==================== bip_control_seq
Fig. 1: bip_control_seq, track usage over the die
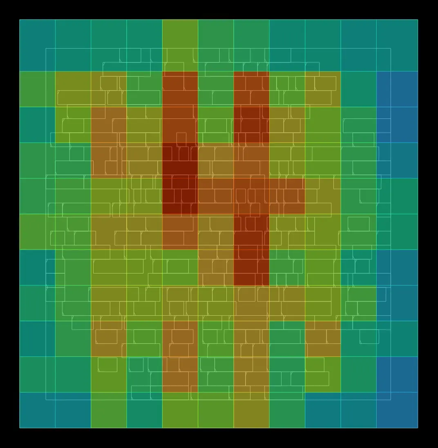

==> src/rtl/bip_control_seq_pkg.sv <==
// Shared definitions for the BIP control unit: opcodes, FSM states and
// accumulator source select encodings.
package bip_control_seq_pkg;

  typedef enum logic [1:0] {
    ST_FETCH = 2'd0,
    ST_EXEC  = 2'd1,
    ST_HALT  = 2'd2
  } state_e;

  localparam int unsigned OP_HLT  = 0;
  localparam int unsigned OP_STO  = 1;
  localparam int unsigned OP_LD   = 2;
  localparam int unsigned OP_LDI  = 3;
  localparam int unsigned OP_ADD  = 4;
  localparam int unsigned OP_ADDI = 5;
  localparam int unsigned OP_SUB  = 6;
  localparam int unsigned OP_SUBI = 7;
  localparam int unsigned OP_BEQ  = 8;
  localparam int unsigned OP_BNE  = 9;
  localparam int unsigned OP_JMP  = 10;

  localparam logic [1:0] SELA_RAM = 2'd0;
  localparam logic [1:0] SELA_OPD = 2'd1;
  localparam logic [1:0] SELA_ALU = 2'd2;

endpackage

==> src/rtl/bip_decoder.sv <==
// Combinational opcode decoder: datapath strobes, branch decision and halt
// detect. Outputs are ungated; the caller qualifies them with its EXEC state.
module bip_decoder
  import bip_control_seq_pkg::*;
#(
  parameter int OPC_W = 5
) (
  input  logic [OPC_W-1:0] opcode,
  input  logic             acc_zero,
  output logic [1:0]       sel_a,
  output logic             sel_b,
  output logic             op,
  output logic             wr_acc,
  output logic             wr_ram,
  output logic             rd_ram,
  output logic             branch_taken,
  output logic             is_halt
);

  always_comb begin
    sel_a        = SELA_RAM;
    sel_b        = 1'b0;
    op           = 1'b0;
    wr_acc       = 1'b0;
    wr_ram       = 1'b0;
    rd_ram       = 1'b0;
    branch_taken = 1'b0;
    is_halt      = 1'b0;
    case (opcode)
      OPC_W'(OP_HLT):  is_halt = 1'b1;
      OPC_W'(OP_STO):  wr_ram = 1'b1;
      OPC_W'(OP_LD): begin
        rd_ram = 1'b1;
        wr_acc = 1'b1;
        sel_a  = SELA_RAM;
      end
      OPC_W'(OP_LDI): begin
        wr_acc = 1'b1;
        sel_a  = SELA_OPD;
      end
      OPC_W'(OP_ADD), OPC_W'(OP_SUB): begin
        rd_ram = 1'b1;
        wr_acc = 1'b1;
        sel_a  = SELA_ALU;
        sel_b  = 1'b0;
        op     = (opcode == OPC_W'(OP_SUB));
      end
      OPC_W'(OP_ADDI), OPC_W'(OP_SUBI): begin
        wr_acc = 1'b1;
        sel_a  = SELA_ALU;
        sel_b  = 1'b1;
        op     = (opcode == OPC_W'(OP_SUBI));
      end
      OPC_W'(OP_BEQ):  branch_taken = acc_zero;
      OPC_W'(OP_BNE):  branch_taken = ~acc_zero;
      OPC_W'(OP_JMP):  branch_taken = 1'b1;
      default: ;
    endcase
  end

endmodule

==> src/rtl/bip_control_seq.sv <==
// BIP control unit: PC ownership, handshaked fetch, one-cycle execute and a
// terminal HALT state that only reset leaves.
module bip_control_seq
  import bip_control_seq_pkg::*;
#(
  parameter int PC_W     = 11,
  parameter int OPC_W    = 5,
  parameter int OPD_W    = 11,
  parameter int RESET_PC = 0
) (
  input  logic                   clock,
  input  logic                   reset,
  input  logic [OPC_W+OPD_W-1:0] Instruction,
  input  logic                   instr_valid,
  input  logic                   acc_zero,
  output logic                   fetch_req,
  output logic [PC_W-1:0]        PC,
  output logic [OPC_W-1:0]       Opcode,
  output logic [OPD_W-1:0]       Operand,
  output logic [1:0]             SelA,
  output logic                   SelB,
  output logic                   Op,
  output logic                   WrAcc,
  output logic                   WrRam,
  output logic                   RdRam,
  output logic                   halted
);

  state_e     state;
  logic       in_exec;
  logic [1:0] dec_sel_a;
  logic       dec_sel_b, dec_op, dec_wr_acc, dec_wr_ram, dec_rd_ram;
  logic       dec_taken, dec_halt;

  bip_decoder #(.OPC_W(OPC_W)) u_dec (
    .opcode       (Opcode),
    .acc_zero     (acc_zero),
    .sel_a        (dec_sel_a),
    .sel_b        (dec_sel_b),
    .op           (dec_op),
    .wr_acc       (dec_wr_acc),
    .wr_ram       (dec_wr_ram),
    .rd_ram       (dec_rd_ram),
    .branch_taken (dec_taken),
    .is_halt      (dec_halt)
  );

  always_ff @(posedge clock or negedge reset) begin
    if (!reset) begin
      state   <= ST_FETCH;
      PC      <= PC_W'(RESET_PC);
      Opcode  <= '0;
      Operand <= '0;
    end else begin
      case (state)
        // fetch: wait for the program memory handshake, PC holds
        ST_FETCH: begin
          if (instr_valid) begin
            Opcode  <= Instruction[OPC_W+OPD_W-1 -: OPC_W];
            Operand <= Instruction[OPD_W-1:0];
            state   <= ST_EXEC;
          end
        end
        // execute: strobes live this cycle, PC resolves at its end
        ST_EXEC: begin
          if (dec_halt) begin
            state <= ST_HALT;
          end else begin
            state <= ST_FETCH;
            PC    <= dec_taken ? Operand[PC_W-1:0] : PC + PC_W'(1);
          end
        end
        ST_HALT: state <= ST_HALT;
        default: state <= ST_FETCH;
      endcase
    end
  end

  // Gating by the state register makes the strobes fall with an async reset.
  assign in_exec   = (state == ST_EXEC);
  assign fetch_req = (state == ST_FETCH);
  assign halted    = (state == ST_HALT);
  assign SelA      = in_exec ? dec_sel_a : 2'd0;
  assign SelB      = in_exec & dec_sel_b;
  assign Op        = in_exec & dec_op;
  assign WrAcc     = in_exec & dec_wr_acc;
  assign WrRam     = in_exec & dec_wr_ram;
  assign RdRam     = in_exec & dec_rd_ram;

endmodule

==> config.mk <==
export PLATFORM = sky130hd
export DESIGN_NAME = bip_control_seq
export DESIGN_NICKNAME = d
export VERILOG_FILES = /design/src/rtl/bip_control_seq_pkg.sv /design/src/rtl/bip_decoder.sv /design/src/rtl/bip_control_seq.sv
export SDC_FILE = /design/constraint.sdc
export NUM_CORES = 1
export LEC_CHECK = 0
export ABC_AREA = 0
export CAP_MARGIN = 5
export CORE_AREA = 5 5 72 74
export DETAILED_ROUTE_END_ITERATION = 12
export DIE_AREA = 0 0 77 79
export PLACE_DENSITY_LB_ADDON = 0.15
export SYNTH_ARGS = -nofsm -noshare
export SYNTH_HDL_FRONTEND = slang
export SYNTH_SLANG_ARGS = --single-unit
==> constraint.sdc <==
create_clock -name clock -period 1.7 [get_ports clock]
set_clock_uncertainty 0.05 [all_clocks]
set_input_delay 0.34 -clock clock [delete_from_list [all_inputs] [get_ports clock]]
set_output_delay 0.34 -clock clock [all_outputs]
set_load 0.05 [all_outputs]
==================== layer_transfer_ctrl
**src/rtl/layer_transfer_ctrl_pkg.sv**
```systemverilog
// Shared types and constants for the layer-to-layer transfer sequencer.
package layer_transfer_ctrl_pkg;

    // Address width of the layer BRAM ports.
    localparam int unsigned ADDR_W = 10;

    // Deepest source read latency the delay line is built for.
    localparam int unsigned MAX_RD_LAT = 4;

    // Sequencer states.
    typedef enum logic [1:0] {
        IDLE  = 2'd0,
        READ  = 2'd1,
        DRAIN = 2'd2,
        FIN   = 2'd3
    } xfer_state_e;

endpackage

```
**src/rtl/xfer_delay_line.sv**
```systemverilog
// Depth-stage shift register carrying {valid, addr1, addr2} from the source read
// side to the destination write side, so each write lands Depth cycles after its read.
module xfer_delay_line #(
    parameter int unsigned Depth = 2,
    parameter int unsigned AddrW = 10
) (
    input  logic             clk_i,
    input  logic             rst_ni,
    input  logic             in_valid_i,
    input  logic [AddrW-1:0] in_addr1_i,
    input  logic [AddrW-1:0] in_addr2_i,
    output logic             out_valid_o,
    output logic [AddrW-1:0] out_addr1_o,
    output logic [AddrW-1:0] out_addr2_o,
    output logic             upstream_valid_o
);

    logic [Depth-1:0] valid_q;
    logic [AddrW-1:0] addr1_q [Depth];
    logic [AddrW-1:0] addr2_q [Depth];

    // Shift every cycle; synchronous active-low clear empties the whole line.
    always_ff @(posedge clk_i) begin
        if (!rst_ni) begin
            valid_q <= '0;
            for (int i = 0; i < Depth; i++) begin
                addr1_q[i] <= '0;
                addr2_q[i] <= '0;
            end
        end else begin
            valid_q[0] <= in_valid_i;
            addr1_q[0] <= in_addr1_i;
            addr2_q[0] <= in_addr2_i;
            for (int i = 1; i < Depth; i++) begin
                valid_q[i] <= valid_q[i-1];
                addr1_q[i] <= addr1_q[i-1];
                addr2_q[i] <= addr2_q[i-1];
            end
        end
    end

    assign out_valid_o = valid_q[Depth-1];
    assign out_addr1_o = addr1_q[Depth-1];
    assign out_addr2_o = addr2_q[Depth-1];

    // Any valid still short of the final stage means more writes are coming.
    if (Depth > 1) begin : gen_upstream
        assign upstream_valid_o = |valid_q[Depth-2:0];
    end else begin : gen_no_upstream
        assign upstream_valid_o = 1'b0;
    end

endmodule

```
**src/rtl/layer_transfer_ctrl.sv**
```systemverilog
// Copies a finished layer's feature map into the next layer's input and skip memories:
// issues source read address pairs, then replays them as destination writes after RD_LAT.
module layer_transfer_ctrl
    import layer_transfer_ctrl_pkg::*;
#(
    parameter int unsigned N_WORDS = 400,
    parameter int unsigned RD_LAT  = 2
) (
    input  logic              clk,
    input  logic              rst,
    input  logic              start,
    input  logic              hold,
    output logic              WRITE,
    output logic [ADDR_W-1:0] TRANS_ADDR1,
    output logic [ADDR_W-1:0] TRANS_ADDR2,
    output logic              REG_WRITE,
    output logic [ADDR_W-1:0] REG_TRANS_ADDR1,
    output logic [ADDR_W-1:0] REG_TRANS_ADDR2,
    output logic              busy,
    output logic              done
);

    if (N_WORDS < 2 || (N_WORDS % 2) != 0 || N_WORDS > 1024) begin : gen_bad_n_words
        $error("N_WORDS must be even and in 2..1024");
    end
    if (RD_LAT < 1 || RD_LAT > MAX_RD_LAT) begin : gen_bad_rd_lat
        $error("RD_LAT must be in 1..MAX_RD_LAT");
    end

    // Index of the final pair; terminal detection never relies on counter overflow.
    localparam logic [ADDR_W-1:0] LAST_K = ADDR_W'(N_WORDS / 2 - 1);

    xfer_state_e       state_q;
    logic [ADDR_W-1:0] cnt_q;
    logic [ADDR_W-1:0] last_addr1_q;
    logic [ADDR_W-1:0] last_addr2_q;
    logic              issue;
    logic [ADDR_W-1:0] rd_addr1;
    logic [ADDR_W-1:0] rd_addr2;
    logic              upstream_valid;

    // Read issue and source-side address mux; hold parks the last issued pair.
    always_comb begin
        issue       = (state_q == READ) && !hold;
        rd_addr1    = cnt_q << 1;
        rd_addr2    = rd_addr1 | ADDR_W'(1);
        WRITE       = issue;
        TRANS_ADDR1 = issue ? rd_addr1 : last_addr1_q;
        TRANS_ADDR2 = issue ? rd_addr2 : last_addr2_q;
        busy        = (state_q != IDLE);
        done        = (state_q == FIN);
    end

    // Sequencer FSM and pair counter.
    always_ff @(posedge clk) begin
        if (!rst) begin
            state_q      <= IDLE;
            cnt_q        <= '0;
            last_addr1_q <= '0;
            last_addr2_q <= '0;
        end else begin
            unique case (state_q)
                IDLE: begin
                    if (start) begin
                        state_q <= READ;
                        cnt_q   <= '0;
                    end
                end
                READ: begin
                    if (issue) begin
                        last_addr1_q <= rd_addr1;
                        last_addr2_q <= rd_addr2;
                        if (cnt_q == LAST_K) begin
                            state_q <= DRAIN;
                        end else begin
                            cnt_q <= cnt_q + ADDR_W'(1);
                        end
                    end
                end
                // Leave once only the final stage can still hold a write, so done
                // lands the cycle after the last REG_WRITE.
                DRAIN: begin
                    if (!upstream_valid) begin
                        state_q <= FIN;
                    end
                end
                FIN: begin
                    state_q <= IDLE;
                end
            endcase
        end
    end

    xfer_delay_line #(
        .Depth(RD_LAT),
        .AddrW(ADDR_W)
    ) u_delay (
        .clk_i           (clk),
        .rst_ni          (rst),
        .in_valid_i      (issue),
        .in_addr1_i      (TRANS_ADDR1),
        .in_addr2_i      (TRANS_ADDR2),
        .out_valid_o     (REG_WRITE),
        .out_addr1_o     (REG_TRANS_ADDR1),
        .out_addr2_o     (REG_TRANS_ADDR2),
        .upstream_valid_o(upstream_valid)
    );

endmodule

```
**config.mk**
```make
export PLATFORM = sky130hd
export DESIGN_NAME = layer_transfer_ctrl
export DESIGN_NICKNAME = d
export VERILOG_FILES = /design/src/rtl/layer_transfer_ctrl_pkg.sv /design/src/rtl/xfer_delay_line.sv /design/src/rtl/layer_transfer_ctrl.sv
export SDC_FILE = /design/constraint.sdc
export NUM_CORES = 1
export LEC_CHECK = 0
export CORE_UTILIZATION = 55
export CTS_CLUSTER_SIZE = 14
export DETAILED_ROUTE_END_ITERATION = 12
export GPL_ROUTABILITY_DRIVEN = 0
export PLACE_DENSITY = 0.86
export SLEW_MARGIN = 20
export SYNTH_ARGS = -nofsm -noshare
export SYNTH_HDL_FRONTEND = slang
export SYNTH_SLANG_ARGS = --single-unit
```
**constraint.sdc**
```tcl
create_clock -name clk -period 3.8 [get_ports clk]
set_input_delay 0.38 -clock clk [delete_from_list [all_inputs] [get_ports clk]]
set_output_delay 0.38 -clock clk [all_outputs]
set_load 0.05 [all_outputs]
```
Fig. 2: layer_transfer_ctrl, signal wires on met1
Bar = 20 um.
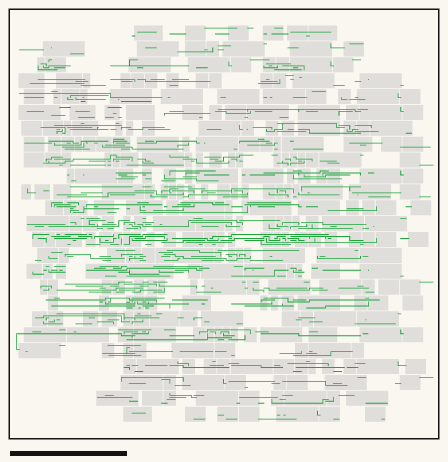
main direction = horizontal
longest straight run = 23.5 um
nets with wire on the layer = 289
wire length on this layer = 2,100 um
DR vias: 1,913
routed wire length: 4673 um
GRT met1 Usage: 23.60%

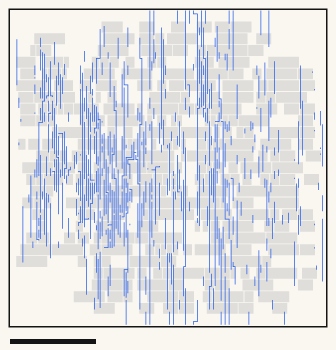
Fig. 3. Metal 2 (layer_transfer_ctrl).
Bar = 20 um.
nets with wire on the layer = 266
share of all routed wire = 49%
main direction = vertical
longest straight run = 34.7 um
met2 Usage GRT: 32.20%

==> results.ini, layer_transfer_ctrl <==
[power]
p_seq_share_pct = 48.0
p_seq_uw = 820
p_comb_share_pct = 21.5
maxPowerGroup = sequential cells
internal_power_mw = 1.155

[finish]
comb.multi_input.count = 182
fill_cells = 397
nNonClkBuffers = 49
comb_share_pct = 32.58
nNetsFinal = 331
clkbuf_count = 10
layout_top_cells = dfxtp_1, and2_1, nand2_1
area_growth_pct = 18.66
largestClassByArea = sequential cells
final_util_pct = 68.88

[synthesis]
topCellsByArea = dfxtp_1, and2_1, nand2_1, buf_4, ha_1
ys_cells = 296
seq_area_frac_synth_pct = 52.98
ys_sh_adder_pct = 2.237
topCombFamilyByArea = simple AND/OR/NAND/NOR gates
async_flop_share_pct = 0
top_area_cell = dfxtp_1
ys_sh_xor_pct = 0
ff_type = dfxtp_1
mux_share_pct = 0.7159
syn_inst = 296
yosys.area_share.aoi_pct = 6.040
edf_count = 0

[routing]
drtPass1Iterations = 4
drc = 0
drt_iter0_markers = 95
dr_wl_met2_um = 2309

[timing]
setup_tns_ns = 0
slew_viol_final = 0
max_slew_margin_pct = 54.70
rsz0062_at_grt = no
fmax_mhz = 304.4
tightest_slew_ns = 0.6724

[cts]
cts_resized = 0
cts_tree = yes
clock_sinks = 74

[global_route]
grt_antenna_before_repair = 0
busiest_layer = met2
grt_pass1_wl_um = 7976

[floorplanning]
taps = 67

[placement]
hpwl_um = 3204
dp_slack_ns = 0.8903

[worst_setup_path]
crit_slowest_cell = clkdlybuf4s50_1
cp.required_ns = 3.42
cp_top_family = buffers and inverters
cp_num_buf_inv = 4
worstSetupPathType = reg2out
rr_endpoint = cnt_q[5]$_SDFFE_PN0P_
cp_common_cell = nand2_1
critPathCaptureType = output port
crit_cells = 8

[run_status]
status = finished, final reports clean

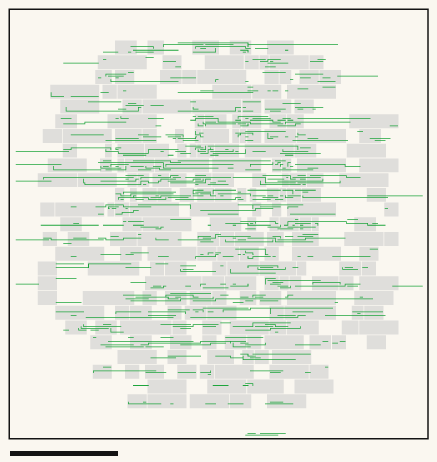
Fig. 4. Signal wires on met1 (bip_control_seq).
Bar = 20 um.
nets with wire on the layer = 214
main direction = horizontal
share of all routed wire = 40%
wire length on this layer = 1,930 um
longest straight run = 29.0 um
routed wire length: 4870 um
GRT met1 Usage: 18.35%
DR vias: 1,489

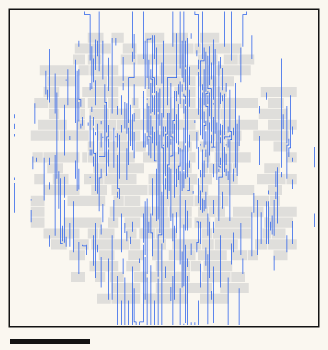
Fig. 5. Metal 2 (bip_control_seq).
Bar = 20 um.
main direction = vertical
nets with wire on the layer = 230
wire length on this layer = 2,640 um
met2 Usage GRT: 29.63%

Notes on Fig. 1 above:
GR peak layer: met2
Final Core Density: 64.52%
WL per Instance: 17.33 um

==> results.ini, bip_control_seq <==
[run_status]
violations = negative setup slack
status = finished, violations left

[global_route]
grt_max_degree = 18
grt_pass1_wl_um = 7962
grt_pass1_vias = 1596

[cts]
cts_root_buffer = clkbuf_8
cts.path.max_buffers = 2
clock_sinks = 29
cts_resized = 25

[power]
p_seq_share_pct = 24.8
p_switching_mw = 2.133
power_mw = 4.838
p_leak_nw = 1.241
ir_drop_mv = 1.067
p_clk_share_pct = 13.0

[placement]
dp_slack_ns = -0.3081

[run]
maxCapViolCount = 0
warning_count = 29

[synthesis]
seq_area_frac_synth_pct = 48.17
synth_area_um2 = 1506
synth_warnings = 0
top_area_cell = dfrtp_1
syn_inst = 137
topCombFamilyByArea = simple AND/OR/NAND/NOR gates
mux_share_pct = 16.61
top_cells_by_count = dfrtp_1, mux2_2, nor3_1, mux2i_1, nand2_1
floorplan.nets = 158
top_cell = dfrtp_1
yosys.area_share.aoi_pct = 13.46
ff_type = dfrtp_1

[finish]
layout_top_cells = buf_4, buf_12, dfrtp_1
largestClassByArea = non-clock buffers
comb_share_pct = 31.47
clock_area_share_pct = 3.463
area_growth_pct = 94.27

[floorplanning]
io_pins = 56
rows = 25
chipWidth_um = 77
initCoreUtil_pct = 33.21

[worst_setup_path]
start_kind = register
cp.required_ns = 1.31
worstSetupPathType = reg2out

[timing]
rsz0062_at_grt = yes
fin_crit_sh_pct = 117.1
setup_tns_ns = -2.460
final-setup-viol-count = 18
fin_ws_ns = -0.2915
period_minus_slack_ns = 1.991

[hold_path]
hold_class = in2async

[routing]
routed-wl-met3_um = 254
drc = 0
routed.top_layer = met4


==================== tbd_sram_rd_bridge
`src/rtl/tbd_pkg.sv`:
```
`default_nettype none
// ============================================================================
// Module      : tbd_pkg
// Description : Shared types and constants for the Sobel SRAM read bridge.
// Revision    : 1.0 - initial release
// ============================================================================
package tbd_pkg;

    // OBI bus geometry
    localparam int OBI_AW  = 32;
    localparam int OBI_DW  = 32;
    localparam int OBI_BEW = 4;

    // Full-word byte enable used for every read
    localparam logic [OBI_BEW-1:0] OBI_BE_FULL = 4'b1111;

    // Default accelerator base address in the shared SRAM map
    localparam logic [OBI_AW-1:0] BASE_ADDR = 32'h1000_0000;

    // Bridge control states
    typedef enum logic [1:0] {
        ST_IDLE = 2'd0,
        ST_REQ  = 2'd1,
        ST_RESP = 2'd2
    } bridge_state_e;

    // Little-endian byte extraction: lane 0 is bits [7:0]
    function automatic logic [7:0] lane_sel(input logic [OBI_DW-1:0] word,
                                            input logic [1:0]        lane);
        logic [7:0] b;
        case (lane)
            2'd0:    b = word[7:0];
            2'd1:    b = word[15:8];
            2'd2:    b = word[23:16];
            default: b = word[31:24];
        endcase
        return b;
    endfunction

endpackage
`default_nettype wire

```
`src/rtl/tbd_sram_rd_bridge.sv`:
```
`default_nettype none
// ============================================================================
// Module      : tbd_sram_rd_bridge
// Description : Byte-wide pulse read requests to word-aligned OBI manager
//               reads, with a one-word line buffer and a one-entry pending
//               request slot.
// Revision    : 1.0 - initial release
// ============================================================================
module tbd_sram_rd_bridge
    import tbd_pkg::*;
#(
    parameter bit USE_LINE_BUF = 1'b1,
    parameter int CNT_W        = 16
) (
    input  logic              clk,
    input  logic              rst_n,
    input  logic              flush,
    input  logic              acc_req,
    input  logic [31:0]       acc_addr,
    output logic [7:0]        acc_rdata,
    output logic              acc_rvalid,
    output logic              obi_req,
    input  logic              obi_gnt,
    output logic [31:0]       obi_addr,
    output logic              obi_we,
    output logic [3:0]        obi_be,
    input  logic              obi_rvalid,
    input  logic [31:0]       obi_rdata,
    input  logic              obi_err,
    output logic              busy,
    output logic              err,
    output logic [CNT_W-1:0]  miss_cnt
);

    bridge_state_e      r_state;
    bridge_state_e      w_state_nxt;

    logic [OBI_AW-1:0]  r_addr;        // address of the transaction in flight
    logic               r_buf_valid;
    logic [29:0]        r_buf_tag;
    logic [OBI_DW-1:0]  r_buf_data;
    logic               r_pend_valid;
    logic [31:0]        r_pend_addr;
    logic               r_rvalid;
    logic [7:0]         r_rdata;
    logic               r_err;
    logic [CNT_W-1:0]   r_miss_cnt;

    logic               w_idle;
    logic               w_pend_drain;
    logic               w_req_go;
    logic [31:0]        w_req_addr;
    logic               w_hit;
    logic               w_miss_start;
    logic               w_store_pend;
    logic               w_overflow;
    logic               w_resp_done;

    // In IDLE the pending request has priority; a fresh request arriving in
    // the same cycle is parked in the slot that is being freed.
    assign w_idle       = (r_state == ST_IDLE);
    assign w_pend_drain = w_idle && r_pend_valid;
    assign w_req_go     = w_idle && (r_pend_valid || acc_req);
    assign w_req_addr   = r_pend_valid ? r_pend_addr : acc_addr;
    // A flush in the same cycle forces a miss even if the tag matches
    assign w_hit        = USE_LINE_BUF && r_buf_valid && !flush &&
                          (w_req_addr[31:2] == r_buf_tag);
    assign w_store_pend = acc_req && ((!w_idle && !r_pend_valid) || w_pend_drain);
    assign w_overflow   = acc_req && !w_idle && r_pend_valid;
    assign w_resp_done  = (r_state == ST_RESP) && obi_rvalid;

    // State register
    always_ff @(posedge clk or negedge rst_n) begin
        if (!rst_n) begin
            r_state <= ST_IDLE;
        end else begin
            r_state <= w_state_nxt;
        end
    end

    // Next-state decode and miss detection
    always_comb begin
        w_state_nxt  = r_state;
        w_miss_start = 1'b0;
        case (r_state)
            ST_IDLE: begin
                if (w_req_go && !w_hit) begin
                    w_state_nxt  = ST_REQ;
                    w_miss_start = 1'b1;
                end
            end
            ST_REQ: begin
                if (obi_gnt) begin
                    w_state_nxt = ST_RESP;
                end
            end
            ST_RESP: begin
                if (obi_rvalid) begin
                    w_state_nxt = ST_IDLE;
                end
            end
            default: begin
                w_state_nxt = ST_IDLE;
            end
        endcase
    end

    // Response pulse, returned byte and latched transaction address
    always_ff @(posedge clk or negedge rst_n) begin
        if (!rst_n) begin
            r_rvalid <= 1'b0;
            r_rdata  <= 8'h00;
            r_addr   <= '0;
        end else begin
            r_rvalid <= 1'b0;
            if (w_req_go) begin
                if (w_hit) begin
                    r_rvalid <= 1'b1;
                    r_rdata  <= lane_sel(r_buf_data, w_req_addr[1:0]);
                end else begin
                    r_addr <= w_req_addr;
                end
            end
            if (w_resp_done) begin
                r_rvalid <= 1'b1;
                r_rdata  <= obi_err ? 8'h00 : lane_sel(obi_rdata, r_addr[1:0]);
            end
        end
    end

    // One-entry pending request slot
    always_ff @(posedge clk or negedge rst_n) begin
        if (!rst_n) begin
            r_pend_valid <= 1'b0;
            r_pend_addr  <= '0;
        end else if (w_store_pend) begin
            r_pend_valid <= 1'b1;
            r_pend_addr  <= acc_addr;
        end else if (w_pend_drain) begin
            r_pend_valid <= 1'b0;
        end
    end

    // Line buffer: filled only by clean responses not overlapped by a flush
    always_ff @(posedge clk or negedge rst_n) begin
        if (!rst_n) begin
            r_buf_valid <= 1'b0;
            r_buf_tag   <= '0;
            r_buf_data  <= '0;
        end else if (flush) begin
            r_buf_valid <= 1'b0;
        end else if (w_resp_done && !obi_err && USE_LINE_BUF) begin
            r_buf_valid <= 1'b1;
            r_buf_tag   <= r_addr[31:2];
            r_buf_data  <= obi_rdata;
        end
    end

    // Sticky error and saturating miss counter; a new event beats a flush
    always_ff @(posedge clk or negedge rst_n) begin
        if (!rst_n) begin
            r_err      <= 1'b0;
            r_miss_cnt <= '0;
        end else begin
            if (w_overflow || (w_resp_done && obi_err)) begin
                r_err <= 1'b1;
            end else if (flush) begin
                r_err <= 1'b0;
            end

            if (w_miss_start) begin
                if (flush) begin
                    r_miss_cnt <= CNT_W'(1);
                end else if (r_miss_cnt != {CNT_W{1'b1}}) begin
                    r_miss_cnt <= r_miss_cnt + CNT_W'(1);
                end
            end else if (flush) begin
                r_miss_cnt <= '0;
            end
        end
    end

    assign acc_rvalid = r_rvalid;
    assign acc_rdata  = r_rdata;
    assign obi_req    = (r_state == ST_REQ);
    assign obi_addr   = {r_addr[31:2], 2'b00};
    assign obi_we     = 1'b0;
    assign obi_be     = OBI_BE_FULL;
    assign busy       = !w_idle || r_pend_valid;
    assign err        = r_err;
    assign miss_cnt   = r_miss_cnt;

endmodule
`default_nettype wire

```
`config.mk`:
```
export PLATFORM = sky130hd
export DESIGN_NAME = tbd_sram_rd_bridge
export DESIGN_NICKNAME = d
export VERILOG_FILES = /design/src/rtl/tbd_pkg.sv /design/src/rtl/tbd_sram_rd_bridge.sv
export SDC_FILE = /design/constraint.sdc
export NUM_CORES = 1
export LEC_CHECK = 0
export ABC_AREA = 1
export ABC_CLOCK_PERIOD_IN_PS = 5800
export CAP_MARGIN = 10
export CORE_ASPECT_RATIO = 1.1
export CORE_UTILIZATION = 58
export CTS_CLUSTER_SIZE = 40
export DETAILED_ROUTE_END_ITERATION = 16
export GPL_ROUTABILITY_DRIVEN = 0
export HOLD_SLACK_MARGIN = 0.08
export PLACE_DENSITY_LB_ADDON = 0.3
export SLEW_MARGIN = 30
export SYNTH_ARGS = -nofsm -noshare
export SYNTH_HDL_FRONTEND = slang
export SYNTH_SLANG_ARGS = --single-unit
```
`constraint.sdc`:
```
create_clock -name clk -period 5.8 [get_ports clk]
set_clock_uncertainty 0.05 [all_clocks]
set_input_delay 1.16 -clock clk [delete_from_list [all_inputs] [get_ports clk]]
set_output_delay 1.16 -clock clk [all_outputs]
set_load 0.01 [all_outputs]
```
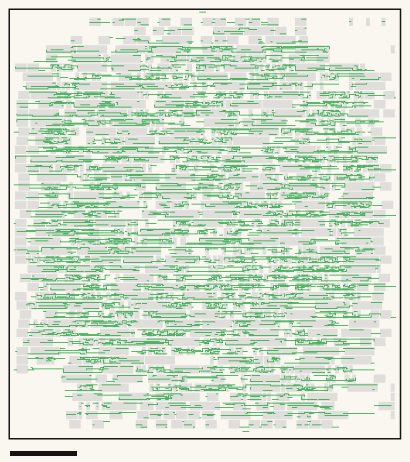
Fig. 6. Signal wires on met1 (tbd_sram_rd_bridge).
Bar = 20 um.
longest straight run = 32.2 um
share of all routed wire = 39%
main direction = horizontal
nets with wire on the layer = 1,054
DR vias: 7,426
GRT met1 Usage: 37.41%
routed wire length: 21,390 um

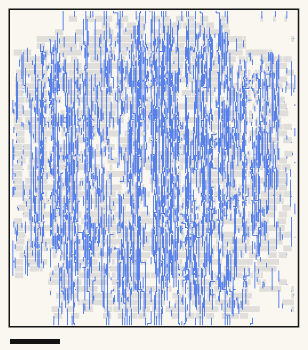
Fig. 7. Metal 2 (tbd_sram_rd_bridge).
Bar = 20 um.
wire length on this layer = 10,800 um
main direction = vertical
nets with wire on the layer = 1,020
share of all routed wire = 51%
longest straight run = 59.5 um
met2 Usage GRT: 52.59%

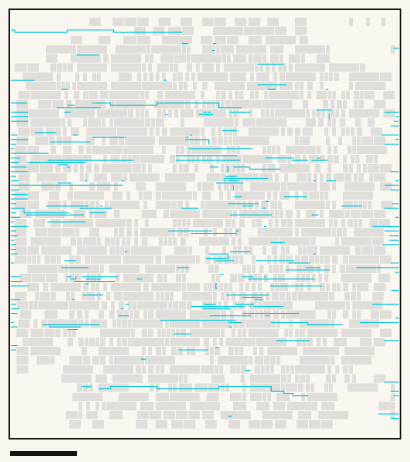
Fig. 8. The metal 3 layer (tbd_sram_rd_bridge).
Bar = 20 um.
wire length on this layer = 1,200 um
longest straight run = 32.9 um
share of all routed wire = 5.6%
GR met3 Demand/Resource: 6.499%

==> results.ini <==
[run_status]
status = finished, final reports clean

[routing]
routed.top_layer = met4
dr_wl_met2_um = 10800
vias_per_cell = 5.617
drt_iter0_markers = 651
drc = 0

[worst_setup_path]
critPathCaptureType = register
crit_path_end = r_addr[7]$_DFFE_PN0P_
rr_endpoint = r_addr[7]$_DFFE_PN0P_
crit_cells = 14

[finish]
area_growth_pct = 21.07
stdcell_count = 1322
clock_area_share_pct = 6.005
clkbuf_count = 20
num-nonclk-inverters = 94
comb_share_pct = 35.78
flops = 156

[timing]
fin_crit_sh_pct = 66.57
setup_tns_ns = 0

[floorplanning]
taps = 188

[power]
p_per_area_nw_per_um2 = 537.0
power_mw = 5.382
switching_share_pct = 40.82
p_seq_share_pct = 34.3
ir_drop_mv = 0.2764
p_clk_mw = 1.14

[cts]
clock_sinks = 156
clock_latency_ns = 0.43
numCtsBuffers = 17

[synthesis]
edf_count = 0
topCellsByArea = dfrtp_1, nand2_1, mux2_2, o21ai_0, nand3_1
synth_warnings = 0
top_area_cell = dfrtp_1
ys_cells = 1038
mux_share_pct = 6.938
simple_gate_share_pct = 25.80

[hold_path]
hold_end = r_pend_addr[12]$_DFFE_PN0P_
hold_class = reg2reg

[placement]
hpwl_um = 14890


